# ---- block 1 ----
==> block_1/layer_met3.png <==
The bar under the picture is 10 um long.
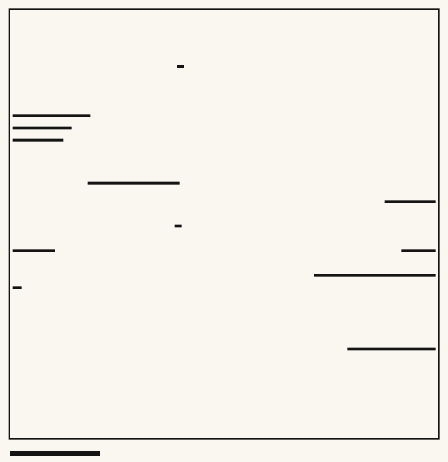

`src/rtl/piso_serializer_if.sv`:
```
// Word-in / bit-out bundle of the serializer: parallel handshake plus serial stream with markers.
interface piso_serializer_if #(
   parameter int WIDTH = 4
);
   logic [WIDTH-1:0] data_in;
   logic             data_valid;
   logic             data_ready;
   logic             serial_out;
   logic             serial_valid;
   logic             frame_start;
   logic             busy;

   modport master (
      output data_in, data_valid,
      input  data_ready, serial_out, serial_valid, frame_start, busy
   );

   modport slave (
      input  data_in, data_valid,
      output data_ready, serial_out, serial_valid, frame_start, busy
   );
endinterface

```
`src/rtl/piso_serializer.sv`:
```
// PISO serializer: first bit the cycle after accept, WIDTH cycles per word, no gap when streaming.
// Backpressure: data_ready = !hold_full; a one-word holding buffer covers the frame in flight.
module piso_serializer #(
   parameter int WIDTH     = 4,
   parameter bit MSB_FIRST = 1'b1
) (
   input  logic             clk,
   input  logic             reset,
   piso_serializer_if.slave bus
);
   localparam int              CNT_W    = $clog2(WIDTH);
   localparam logic [CNT_W-1:0] CNT_LAST = CNT_W'(WIDTH - 1);

   logic [WIDTH-1:0] sreg_q, sreg_d;
   logic [WIDTH-1:0] hold_data_q, hold_data_d;
   logic [WIDTH-1:0] sreg_shift;
   logic [CNT_W-1:0] cnt_q, cnt_d;
   logic             active_q, active_d;
   logic             hold_full_q, hold_full_d;
   logic             last;
   logic             accept;

   assign last   = active_q && (cnt_q == CNT_LAST);
   assign accept = bus.data_valid && !hold_full_q;

   generate
      if (MSB_FIRST) begin : g_msb
         assign sreg_shift = {sreg_q[WIDTH-2:0], 1'b0};
      end else begin : g_lsb
         assign sreg_shift = {1'b0, sreg_q[WIDTH-1:1]};
      end
   endgenerate

   always_comb begin
      sreg_d      = sreg_q;
      hold_data_d = hold_data_q;
      cnt_d       = cnt_q;
      active_d    = active_q;
      hold_full_d = hold_full_q;

      if (active_q && !last) begin
         cnt_d  = cnt_q + CNT_W'(1);
         sreg_d = sreg_shift;
      end

      // End of frame: chain the held word, otherwise go idle unless a fresh word lands now.
      if (last) begin
         if (hold_full_q) begin
            sreg_d      = hold_data_q;
            cnt_d       = '0;
            hold_full_d = 1'b0;
         end else if (!accept) begin
            active_d = 1'b0;
         end
      end

      if (accept) begin
         if (!active_q || last) begin
            sreg_d   = bus.data_in;
            active_d = 1'b1;
            cnt_d    = '0;
         end else begin
            hold_data_d = bus.data_in;
            hold_full_d = 1'b1;
         end
      end
   end

   always_ff @(posedge clk or negedge reset) begin
      if (!reset) begin
         sreg_q      <= '0;
         hold_data_q <= '0;
         cnt_q       <= '0;
         active_q    <= 1'b0;
         hold_full_q <= 1'b0;
      end else begin
         sreg_q      <= sreg_d;
         hold_data_q <= hold_data_d;
         cnt_q       <= cnt_d;
         active_q    <= active_d;
         hold_full_q <= hold_full_d;
      end
   end

   assign bus.data_ready   = !hold_full_q;
   assign bus.serial_out   = active_q & (MSB_FIRST ? sreg_q[WIDTH-1] : sreg_q[0]);
   assign bus.serial_valid = active_q;
   assign bus.frame_start  = active_q && (cnt_q == '0);
   assign bus.busy         = active_q | hold_full_q;
endmodule

```
`src/flat_wrapper.sv`:
```
// flat-port wrapper written by rule: the top's interface ports become plain ports
module piso_serializer_flat 
#(
   parameter int WIDTH     = 4,
   parameter bit MSB_FIRST = 1'b1
)
  (clk, reset, bus_data_in, bus_data_valid, bus_data_ready, bus_serial_out, bus_serial_valid, bus_frame_start, bus_busy);
  piso_serializer_if #(.WIDTH(WIDTH)) bus_i ();
  input  logic clk;
  input  logic reset;
  input wire logic [$bits(bus_i.data_in)-1:0] bus_data_in;
  input wire logic [$bits(bus_i.data_valid)-1:0] bus_data_valid;
  output wire logic [$bits(bus_i.data_ready)-1:0] bus_data_ready;
  output wire logic [$bits(bus_i.serial_out)-1:0] bus_serial_out;
  output wire logic [$bits(bus_i.serial_valid)-1:0] bus_serial_valid;
  output wire logic [$bits(bus_i.frame_start)-1:0] bus_frame_start;
  output wire logic [$bits(bus_i.busy)-1:0] bus_busy;
  assign bus_i.data_in = bus_data_in;
  assign bus_i.data_valid = bus_data_valid;
  assign bus_data_ready = bus_i.data_ready;
  assign bus_serial_out = bus_i.serial_out;
  assign bus_serial_valid = bus_i.serial_valid;
  assign bus_frame_start = bus_i.frame_start;
  assign bus_busy = bus_i.busy;
  piso_serializer #(.WIDTH(WIDTH), .MSB_FIRST(MSB_FIRST)) u_core (.clk(clk), .reset(reset), .bus(bus_i));
endmodule
```
`config.mk`:
```
export PLATFORM = sky130hd
export DESIGN_NAME = piso_serializer_flat
export DESIGN_NICKNAME = d
export VERILOG_FILES = /design/src/rtl/piso_serializer_if.sv /design/src/rtl/piso_serializer.sv /design/src/flat_wrapper.sv
export SDC_FILE = /design/constraint.sdc
export NUM_CORES = 1
export LEC_CHECK = 0
export CAP_MARGIN = 20
export CORE_MARGIN = 1
export CORE_UTILIZATION = 32
export CTS_BUF_LIST = sky130_fd_sc_hd__clkbuf_4
export CTS_CLUSTER_SIZE = 8
export DETAILED_ROUTE_END_ITERATION = 16
export DONT_BUFFER_PORTS = 1
export SLEW_MARGIN = 15
export SYNTH_ARGS = -nofsm -noshare
export SYNTH_HDL_FRONTEND = slang
export SYNTH_SLANG_ARGS = --single-unit
```
`constraint.sdc`:
```
create_clock -name clk -period 1.9 [get_ports clk]
set_clock_uncertainty 0.2 [all_clocks]
set_input_delay 0.38 -clock clk [delete_from_list [all_inputs] [get_ports clk]]
set_output_delay 0.38 -clock clk [all_outputs]
set_load 0.01 [all_outputs]
```
# ---- block 2 ----
$ cat config.mk
export PLATFORM = sky130hd
export DESIGN_NAME = quadratura_decoder_flat
export DESIGN_NICKNAME = d
export VERILOG_FILES = /design/src/rtl/quadratura_decoder_pkg.sv /design/src/rtl/quadratura_decoder_if.sv /design/src/rtl/quadratura_decoder_filtro_glitch.sv /design/src/rtl/quadratura_decoder.sv /design/src/flat_wrapper.sv
export SDC_FILE = /design/constraint.sdc
export NUM_CORES = 1
export LEC_CHECK = 0
export ABC_AREA = 1
export CORE_ASPECT_RATIO = 0.5
export CORE_MARGIN = 2
export CORE_UTILIZATION = 32
export DETAILED_ROUTE_END_ITERATION = 12
export PLACE_DENSITY_LB_ADDON = 0.3
export SKIP_CTS_REPAIR_TIMING = 1
export SYNTH_ARGS = -nofsm -noshare
export SYNTH_HDL_FRONTEND = slang
export SYNTH_SLANG_ARGS = --single-unit
$ cat constraint.sdc
create_clock -name clk -period 1 [get_ports clk]
set_input_delay 0.2 -clock clk [delete_from_list [all_inputs] [get_ports clk]]
set_output_delay 0.2 -clock clk [all_outputs]
set_load 0.02 [all_outputs]
$ cat src/rtl/quadratura_decoder_pkg.sv
// quadratura_pkg: shared quadrature state constants and helpers.
package quadratura_pkg;
  localparam logic [1:0] Q_00 = 2'b00;
  localparam logic [1:0] Q_01 = 2'b01;
  localparam logic [1:0] Q_11 = 2'b11;
  localparam logic [1:0] Q_10 = 2'b10;
  function automatic logic [1:0] prox_frente(input logic [1:0] s);
    return s == Q_00 ? Q_01 : s == Q_01 ? Q_11 : s == Q_11 ? Q_10 : Q_00;
  endfunction
  function automatic int largura_cnt(input int f);
    return $clog2(f + 1);
  endfunction
endpackage

$ cat src/rtl/quadratura_decoder_if.sv
// quadratura_decoder_if: encoder pins, control and pulse outputs of the decoder.
// master drives canal_a/canal_b/habilitar/limpar_erro; slave drives acrescer/decrecer/erro/estado_ab.
interface quadratura_decoder_if;
  logic       canal_a;
  logic       canal_b;
  logic       habilitar;
  logic       limpar_erro;
  logic       acrescer;
  logic       decrecer;
  logic       erro;
  logic [1:0] estado_ab;
  modport master (output canal_a, canal_b, habilitar, limpar_erro, input acrescer, decrecer, erro, estado_ab);
  modport slave (input canal_a, canal_b, habilitar, limpar_erro, output acrescer, decrecer, erro, estado_ab);
endinterface

$ cat src/rtl/quadratura_decoder_filtro_glitch.sv
// filtro_glitch: per-channel synchronizer plus persistence filter.
// Ports: clk, rst (async, active-high), i_init (load synced directly), i_raw (async pin), o_filt (filtered level).
module filtro_glitch
  import quadratura_pkg::*;
#(
  parameter int SYNC_STAGES   = 2,
  parameter int FILTRO_CICLOS = 4
) (
  input  logic clk,
  input  logic rst,
  input  logic i_init,
  input  logic i_raw,
  output logic o_filt
);
  localparam int W = largura_cnt(FILTRO_CICLOS);
  localparam logic [W-1:0] LIM = W'(FILTRO_CICLOS - 1);
  logic [SYNC_STAGES-1:0] r_sync;
  logic [W-1:0]           r_cnt;
  logic                   r_filt;
  logic                   w_synced;
  logic                   w_diff;
  assign w_synced = r_sync[SYNC_STAGES-1];
  assign w_diff   = w_synced != r_filt;
  assign o_filt   = r_filt;
  // The update fires on the edge where the count would reach FILTRO_CICLOS,
  // so a level lasting exactly FILTRO_CICLOS synced cycles is accepted.
  always_ff @(posedge clk or posedge rst) begin
    if (rst) begin
      r_sync <= '0;
      r_cnt  <= '0;
      r_filt <= 1'b0;
    end else begin
      r_sync <= {r_sync[SYNC_STAGES-2:0], i_raw};
      if (i_init || (w_diff && r_cnt == LIM)) begin
        r_filt <= w_synced;
        r_cnt  <= '0;
      end else begin
        r_cnt  <= w_diff ? r_cnt + 1'b1 : '0;
      end
    end
  end
endmodule

$ cat src/rtl/quadratura_decoder.sv
// quadratura_decoder: synchronize, deglitch and decode A/B into acrescer/decrecer pulses.
// Ports: clk, rst (async, active-high), bus (quadratura_decoder_if.slave).
// Macro QUADRATURA_X4_EN: defined = x4 decoding, undefined = x1 (10->00 up, 01->00 down).
module quadratura_decoder
  import quadratura_pkg::*;
#(
  parameter int SYNC_STAGES   = 2,
  parameter int FILTRO_CICLOS = 4
) (
  input logic clk,
  input logic rst,
  quadratura_decoder_if.slave bus
);
  localparam int IW = $clog2(SYNC_STAGES + 3);
  localparam logic [IW-1:0] I_LOAD = IW'(SYNC_STAGES + 1);
  localparam logic [IW-1:0] I_RUN  = IW'(SYNC_STAGES + 2);
  logic [IW-1:0] r_init;
  logic [1:0]    r_prev;
  logic          r_acr;
  logic          r_dec;
  logic          r_erro;
  logic          w_fa;
  logic          w_fb;
  logic [1:0]    w_cur;
  logic          w_load;
  logic          w_en;
  logic          w_ilg;
  logic          w_up;
  logic          w_dn;
  filtro_glitch #(.SYNC_STAGES(SYNC_STAGES), .FILTRO_CICLOS(FILTRO_CICLOS)) u_fa (
    .clk(clk), .rst(rst), .i_init(w_load), .i_raw(bus.canal_a), .o_filt(w_fa)
  );
  filtro_glitch #(.SYNC_STAGES(SYNC_STAGES), .FILTRO_CICLOS(FILTRO_CICLOS)) u_fb (
    .clk(clk), .rst(rst), .i_init(w_load), .i_raw(bus.canal_b), .o_filt(w_fb)
  );
  assign w_cur  = {w_fa, w_fb};
  assign w_load = r_init < I_LOAD;
  // Decoding waits one extra cycle after loading so r_prev already holds the loaded state.
  assign w_en   = r_init == I_RUN && bus.habilitar;
  assign w_ilg  = &(r_prev ^ w_cur);
`ifdef QUADRATURA_X4_EN
  assign w_up   = prox_frente(r_prev) == w_cur;
  assign w_dn   = prox_frente(w_cur) == r_prev;
`else
  assign w_up   = r_prev == Q_10 && w_cur == Q_00;
  assign w_dn   = r_prev == Q_01 && w_cur == Q_00;
`endif
  always_ff @(posedge clk or posedge rst) begin
    if (rst) begin
      r_init <= '0;
      r_prev <= Q_00;
      r_acr  <= 1'b0;
      r_dec  <= 1'b0;
      r_erro <= 1'b0;
    end else begin
      r_init <= r_init == I_RUN ? r_init : r_init + 1'b1;
      r_prev <= w_cur;
      r_acr  <= w_en && w_up;
      r_dec  <= w_en && w_dn;
      r_erro <= (w_en && w_ilg) || (r_erro && !bus.limpar_erro);
    end
  end
  assign bus.acrescer  = r_acr;
  assign bus.decrecer  = r_dec;
  assign bus.erro      = r_erro;
  assign bus.estado_ab = w_cur;
endmodule

$ cat src/flat_wrapper.sv
// flat-port wrapper written by rule: the top's interface ports become plain ports
module quadratura_decoder_flat import quadratura_pkg::*;
#(
  parameter int SYNC_STAGES   = 2,
  parameter int FILTRO_CICLOS = 4
)
  (clk, rst, bus_canal_a, bus_canal_b, bus_habilitar, bus_limpar_erro, bus_acrescer, bus_decrecer, bus_erro, bus_estado_ab);
  quadratura_decoder_if bus_i ();
  input logic clk;
  input logic rst;
  input wire logic [$bits(bus_i.canal_a)-1:0] bus_canal_a;
  input wire logic [$bits(bus_i.canal_b)-1:0] bus_canal_b;
  input wire logic [$bits(bus_i.habilitar)-1:0] bus_habilitar;
  input wire logic [$bits(bus_i.limpar_erro)-1:0] bus_limpar_erro;
  output wire logic [$bits(bus_i.acrescer)-1:0] bus_acrescer;
  output wire logic [$bits(bus_i.decrecer)-1:0] bus_decrecer;
  output wire logic [$bits(bus_i.erro)-1:0] bus_erro;
  output wire logic [$bits(bus_i.estado_ab)-1:0] bus_estado_ab;
  assign bus_i.canal_a = bus_canal_a;
  assign bus_i.canal_b = bus_canal_b;
  assign bus_i.habilitar = bus_habilitar;
  assign bus_i.limpar_erro = bus_limpar_erro;
  assign bus_acrescer = bus_i.acrescer;
  assign bus_decrecer = bus_i.decrecer;
  assign bus_erro = bus_i.erro;
  assign bus_estado_ab = bus_i.estado_ab;
  quadratura_decoder #(.SYNC_STAGES(SYNC_STAGES), .FILTRO_CICLOS(FILTRO_CICLOS)) u_core (.clk(clk), .rst(rst), .bus(bus_i));
endmodule
# ---- block 3 ----
### src/rtl/bpu_pkg.sv
// Shared branch-prediction encodings and the 2-bit saturating counter update.
package bpu_pkg;

  localparam logic [1:0] BR_T_BRANCH = 2'b00;
  localparam logic [1:0] BR_T_JUMP   = 2'b01;
  localparam logic [1:0] BR_T_JR     = 2'b10;
  localparam logic [1:0] BR_T_NONE   = 2'b11;

  localparam logic [1:0] CTR_SNT = 2'b00;
  localparam logic [1:0] CTR_WNT = 2'b01;
  localparam logic [1:0] CTR_WT  = 2'b10;
  localparam logic [1:0] CTR_ST  = 2'b11;

  function automatic logic [1:0] ctr_update(input logic [1:0] ctr, input logic taken);
    logic [1:0] next;
    next = ctr;
    if (taken && ctr != CTR_ST) begin
      next = ctr + 2'd1;
    end else if (!taken && ctr != CTR_SNT) begin
      next = ctr - 2'd1;
    end
    return next;
  endfunction

endpackage

### src/rtl/bj_target_calc.sv
// Combinational resolved-target calculator for branch, j/jal and jr.
// Type BR_T_NONE yields the fall-through pc4.
module bj_target_calc
  import bpu_pkg::*;
#(
  parameter int ADDR_W = 32
) (
  input  logic [31:0]       instruction,
  input  logic [ADDR_W-1:0] pc4,
  input  logic [ADDR_W-1:0] rs_value,
  input  logic [1:0]        br_type,
  output logic [ADDR_W-1:0] target
);

  logic [ADDR_W-1:0] offset;
  logic [ADDR_W-1:0] jump_target;
  logic              unused_opcode;

  assign unused_opcode = ^instruction[31:26];

  always_comb begin
    offset      = {{(ADDR_W-16){instruction[15]}}, instruction[15:0]} << 2;
    // Jump keeps the pc4 region above bit 27 and replaces the low 28 bits.
    jump_target        = pc4;
    jump_target[27:0]  = {instruction[25:0], 2'b00};
    case (br_type)
      BR_T_BRANCH: target = pc4 + offset;
      BR_T_JUMP:   target = jump_target;
      BR_T_JR:     target = rs_value;
      default:     target = pc4;
    endcase
  end

endmodule

### src/rtl/branch_target_buffer.sv
// Direct-mapped BTB with 2-bit counters; lookup and resolution both registered, latency 1, no backpressure.
// Optional lookup/hit statistics counters enabled by `define BTB_STATS_EN.
module branch_target_buffer
  import bpu_pkg::*;
#(
  parameter int ADDR_W = 32,
  parameter int DEPTH  = 16
) (
  input  logic              CLK,
  input  logic              reset_n,
  input  logic              lookup_valid,
  input  logic [ADDR_W-1:0] lookup_pc,
  output logic              pred_valid,
  output logic              pred_hit,
  output logic              pred_taken,
  output logic [ADDR_W-1:0] pred_target,
  input  logic              update_valid,
  input  logic [ADDR_W-1:0] update_pc,
  input  logic [31:0]       update_instruction,
  input  logic [ADDR_W-1:0] update_rs_value,
  input  logic [1:0]        update_type,
  input  logic              update_taken,
  output logic              resolved_valid,
  output logic [ADDR_W-1:0] resolved_target,
  output logic [31:0]       stat_lookups,
  output logic [31:0]       stat_hits
);

  localparam int IDX_W = $clog2(DEPTH);
  localparam int TAG_W = ADDR_W - 2 - IDX_W;

  logic              ent_valid  [DEPTH];
  logic [TAG_W-1:0]  ent_tag    [DEPTH];
  logic [ADDR_W-1:0] ent_target [DEPTH];
  logic [1:0]        ent_type   [DEPTH];
  logic [1:0]        ent_ctr    [DEPTH];

  logic [IDX_W-1:0]  lk_idx, up_idx;
  logic [TAG_W-1:0]  lk_tag, up_tag;
  logic              lk_hit, lk_taken;
  logic              up_hit, up_taken, up_write;
  logic [ADDR_W-1:0] up_pc4, up_target;
  logic              unused_pc_lsbs;

  assign unused_pc_lsbs = ^lookup_pc[1:0];

  assign lk_idx   = lookup_pc[IDX_W+1:2];
  assign lk_tag   = lookup_pc[ADDR_W-1:IDX_W+2];
  assign lk_hit   = ent_valid[lk_idx] && (ent_tag[lk_idx] == lk_tag);
  assign lk_taken = lk_hit && (ent_type[lk_idx] != BR_T_BRANCH || ent_ctr[lk_idx][1]);

  assign up_idx   = update_pc[IDX_W+1:2];
  assign up_tag   = update_pc[ADDR_W-1:IDX_W+2];
  assign up_hit   = ent_valid[up_idx] && (ent_tag[up_idx] == up_tag);
  assign up_pc4   = update_pc + ADDR_W'(4);
  // Jumps always redirect, so only branches carry a real outcome.
  assign up_taken = (update_type != BR_T_BRANCH) || update_taken;
  assign up_write = update_valid && (update_type != BR_T_NONE) && (up_hit || up_taken);

  bj_target_calc #(.ADDR_W(ADDR_W)) u_calc (
    .instruction (update_instruction),
    .pc4         (up_pc4),
    .rs_value    (update_rs_value),
    .br_type     (update_type),
    .target      (up_target)
  );

  always_ff @(posedge CLK or negedge reset_n) begin
    if (!reset_n) begin
      pred_valid      <= 1'b0;
      pred_hit        <= 1'b0;
      pred_taken      <= 1'b0;
      pred_target     <= '0;
      resolved_valid  <= 1'b0;
      resolved_target <= '0;
      for (int i = 0; i < DEPTH; i++) begin
        ent_valid[i]  <= 1'b0;
        ent_tag[i]    <= '0;
        ent_target[i] <= '0;
        ent_type[i]   <= BR_T_BRANCH;
        ent_ctr[i]    <= CTR_WNT;
      end
    end else begin
      // Reads use the table as it stood before this edge's write.
      pred_valid      <= lookup_valid;
      pred_hit        <= lookup_valid && lk_hit;
      pred_taken      <= lookup_valid && lk_taken;
      pred_target     <= (lookup_valid && lk_hit) ? ent_target[lk_idx] : '0;
      resolved_valid  <= update_valid;
      resolved_target <= update_valid ? up_target : '0;
      if (up_write) begin
        ent_valid[up_idx]  <= 1'b1;
        ent_tag[up_idx]    <= up_tag;
        ent_target[up_idx] <= up_target;
        ent_type[up_idx]   <= update_type;
        if (update_type == BR_T_BRANCH) begin
          ent_ctr[up_idx] <= up_hit ? ctr_update(ent_ctr[up_idx], update_taken) : CTR_WT;
        end else begin
          ent_ctr[up_idx] <= CTR_ST;
        end
      end
    end
  end

`ifdef BTB_STATS_EN
  logic [31:0] lookups_q, hits_q;

  always_ff @(posedge CLK or negedge reset_n) begin
    if (!reset_n) begin
      lookups_q <= '0;
      hits_q    <= '0;
    end else begin
      if (lookup_valid) begin
        lookups_q <= lookups_q + 32'd1;
      end
      if (lookup_valid && lk_hit) begin
        hits_q <= hits_q + 32'd1;
      end
    end
  end

  assign stat_lookups = lookups_q;
  assign stat_hits    = hits_q;
`else
  assign stat_lookups = 32'd0;
  assign stat_hits    = 32'd0;
`endif

endmodule

### config.mk
export PLATFORM = sky130hd
export DESIGN_NAME = branch_target_buffer
export DESIGN_NICKNAME = d
export VERILOG_FILES = /design/src/rtl/bpu_pkg.sv /design/src/rtl/bj_target_calc.sv /design/src/rtl/branch_target_buffer.sv
export SDC_FILE = /design/constraint.sdc
export NUM_CORES = 2
export LEC_CHECK = 0
export ABC_AREA = 0
export CAP_MARGIN = 20
export CORE_AREA = 2 2 401 403
export CTS_CLUSTER_SIZE = 8
export DETAILED_ROUTE_END_ITERATION = 10
export DIE_AREA = 0 0 403 405
export HOLD_SLACK_MARGIN = 0.08
export PLACE_DENSITY = 0.61
export REMOVE_ABC_BUFFERS = 1
export SYNTH_ARGS = -nofsm -noshare
export SYNTH_HDL_FRONTEND = slang
export SYNTH_SLANG_ARGS = --single-unit
### constraint.sdc
create_clock -name CLK -period 6.68 [get_ports CLK]
set_input_delay 0.668 -clock CLK [delete_from_list [all_inputs] [get_ports CLK]]
set_output_delay 0.668 -clock CLK [all_outputs]
set_load 0.02 [all_outputs]
==> block_2/flops_by_reg.png <==
The bar under the picture is 20 um long.
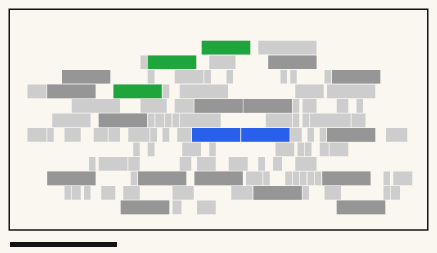
legend:
  green:
    signal: u_core.u_fa.r_cnt
    sequential_cells: 3
  blue:
    signal: u_core.u_fb.r_sync
    sequential_cells: 2
proportion of cell area occupied by registers: 40.4%
Seq power: 1.13 mW
utilization after layout: 47.5%
storage element area: 500 um^2

==> metrics.log, block 2 <==
[report] implementation figures
INFO  metric net_count_synth = 100
INFO  metric cts_num_sinks = 20
INFO  metric compound_area_share = 1.56%
INFO  metric place.port_buffers = 10
INFO  metric run_status = complete, but fails checks
INFO  metric failed_checks = setup timing
INFO  metric top_cells_by_area = dfrtp_1 57%, ha_1 8.5%, nand2_1 8.1%
INFO  metric inverters_excl_clock = 17
INFO  metric combinationalPower = 1.15 mW
INFO  metric crit_cells = 6
INFO  metric enable_flop_cells = 0
INFO  metric detailedPlacementHpwl = ~1000 um
INFO  metric bufAreaShareNonClock = 13.1%
INFO  metric post_synth.cell_area_avg = 10.0 um^2
INFO  metric placement.setup.worst_slack = -122 ps
INFO  metric synth.top_cells.by_count = 20 x dfrtp_1, 19 x nand2_1, 13 x inv_1
INFO  metric pwr.group.clock = 0.809 mW
INFO  metric setup_ws = -59.4 ps
INFO  metric finalSetupViolations = 10
INFO  metric synthDominantCellAreaShare = 56.9%
INFO  metric p_int = 2.10 mW
INFO  metric final_layout_top_logic_cell = dfrtp_1
INFO  metric swShare = approximately a third
INFO  metric timing.max_slew.rel_slack = slightly below 90%
INFO  metric power.largest_group = combinational logic
INFO  metric fin_worst_skew = approximately 5.8 ps
INFO  metric critical_path.most_common_cell = nand2_1
INFO  metric critical_path_buf_inv_count = 0
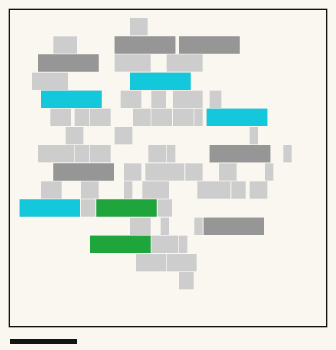
(block_1/flops_by_reg.png)
The bar under the picture is 10 um long.
legend:
  green:
    signal: u_core.cnt_q
    sequential_cells: 2
  cyan:
    signal: u_core.sreg_q
    sequential_cells: 4
not colored: 6
storage element area: 300 um^2
utilization after layout: 37.2%
proportion of cell area occupied by registers: 41.6%
Seq power: 0.458 mW

==> block_1/placement.png <==
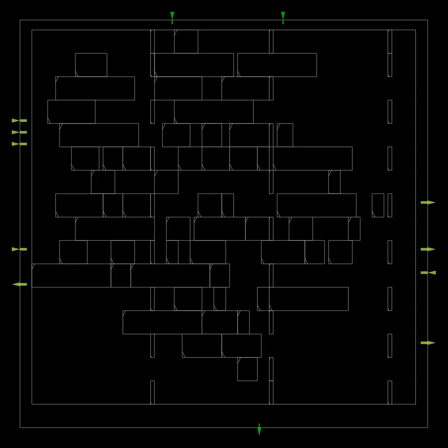
sequential cell count of the final layout: 12
layout filler cell count: 215
Finished Layout Cells: 86

About block_1/layer_met3.png:
longest straight run: 13.2 um
wire length on this layer: 66.8 um
nets with wire on the layer: 10
main direction: horizontal
share of all routed wire: 5.4%
overall via count from detail_route: 431
wire length after detailed routing: 1230 um
met3 track demand over resource in global routing: 2.69%

==> metrics.log, block 1 <==
[report] implementation figures
INFO  metric run_status = complete, no violations
INFO  metric reg2regPathDepth = 3
INFO  metric met2_usage = 15.3%
INFO  metric clkLatencyLatePin = roughly 270 ps
INFO  metric final_layout_size_suffix_gt1_share = 27.1%
INFO  metric die_width = roughly 47 um
INFO  metric synth.distinct_cells = 25
INFO  metric crit_fanout = 12
INFO  metric mux_share = between 10% and 20%
INFO  metric synth.top_cells.by_count = 12 x dfrtp_1, 4 x a22oi_1, 4 x inv_1, 4 x mux2_4
INFO  metric max-vdd-ir-drop = a little under 0.0006 V
INFO  metric drv_slew = 0
INFO  metric grt_antenna_before_repair = 0
INFO  metric clock_power_share = 13.3%
INFO  metric synth-main-ff-cell = dfrtp_1
INFO  metric placement.cell_area = approximately 690 um^2
INFO  metric net-switching-power = 0.439 mW
==> block_3/layer_met3.png <==
The bar under the picture is 100 um long.
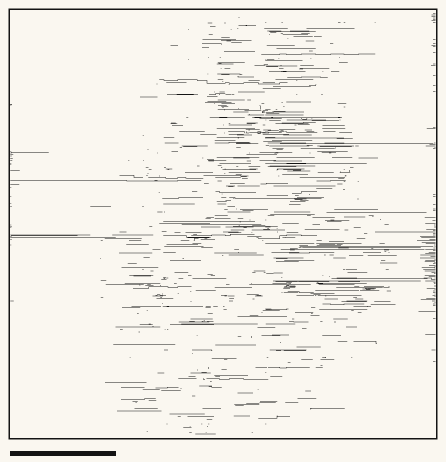
main direction: horizontal
wire length on this layer: 11200 um
share of all routed wire: 6.5%
nets with wire on the layer: 420
longest straight run: 145 um
met3 track demand over resource in global routing: 3.76%
wire length after detailed routing: 172000 um
overall via count from detail_route: 37700

==> metrics.log, block 3 <==
[report] implementation figures
INFO  metric run_status = complete, no violations
INFO  metric mux_share = 24.9%
INFO  metric routedLengthMet1 = between 70000 and 80000 um
INFO  metric met2_usage = 33.0%
INFO  metric totalPowerFinal = a little over 20 mW
INFO  metric fin_area = between 60000 and 70000 um^2
INFO  metric pwr.group.clock = 7.13 mW
INFO  metric remaining_antenna_violation_count = 0
INFO  metric hp-start = lookup_valid
INFO  metric clkCellAreaFrac = slightly below 7%
INFO  metric clock_power_share = a little over a third
INFO  metric post-synth-top-count-cell = dfrtp_1
INFO  metric critical-path-max-stage-delay = 830 ps
INFO  metric timing.final.crit_period = 5260 ps
INFO  metric worst-setup-path-type = in2reg
INFO  metric number_of_global_route_vias_before_repair = 38100
INFO  metric share_comb_of_total_power = 21.0%
INFO  metric fin_worst_skew = ~43 ps
INFO  metric routabilityCongestion = 0.880
INFO  metric detail_route.wl_per_cell = around 25 um
INFO  metric synthDominantAreaCellType = dfrtp_1
INFO  metric seq-cell-share = 42.7%
INFO  metric reg2regPathDepth = 11
INFO  metric worst-r2r-setup-slack = ~2100 ps

==> screenshots <==
Cell classes on the final placement.
picture 1
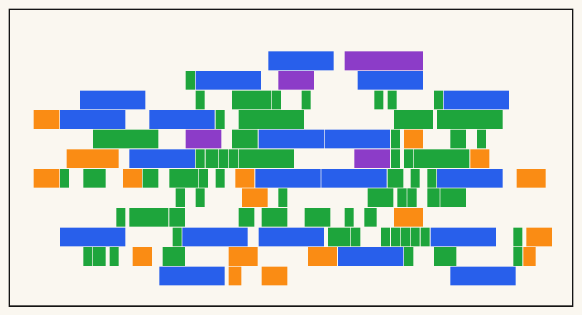
picture 2
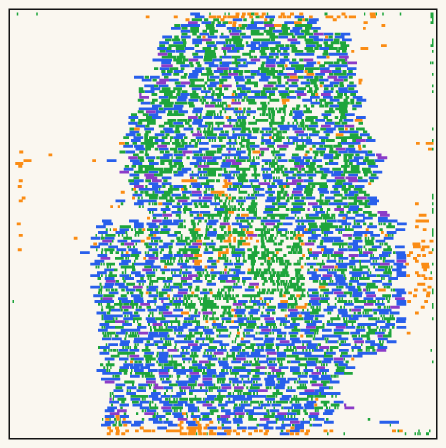
picture 3
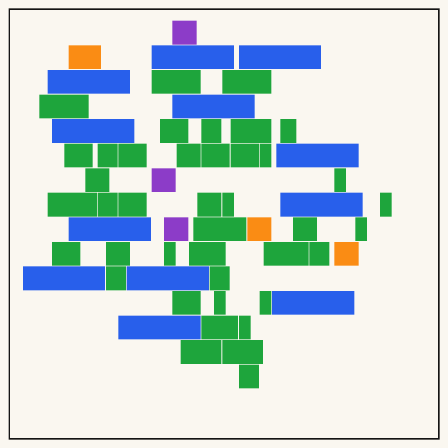
block 3: picture 2
block 2: picture 1
block 1: picture 3
- highest utilization: picture 1
- fewest sequential cells: picture 3


Power is estimated from default activity; no workload was simulated.
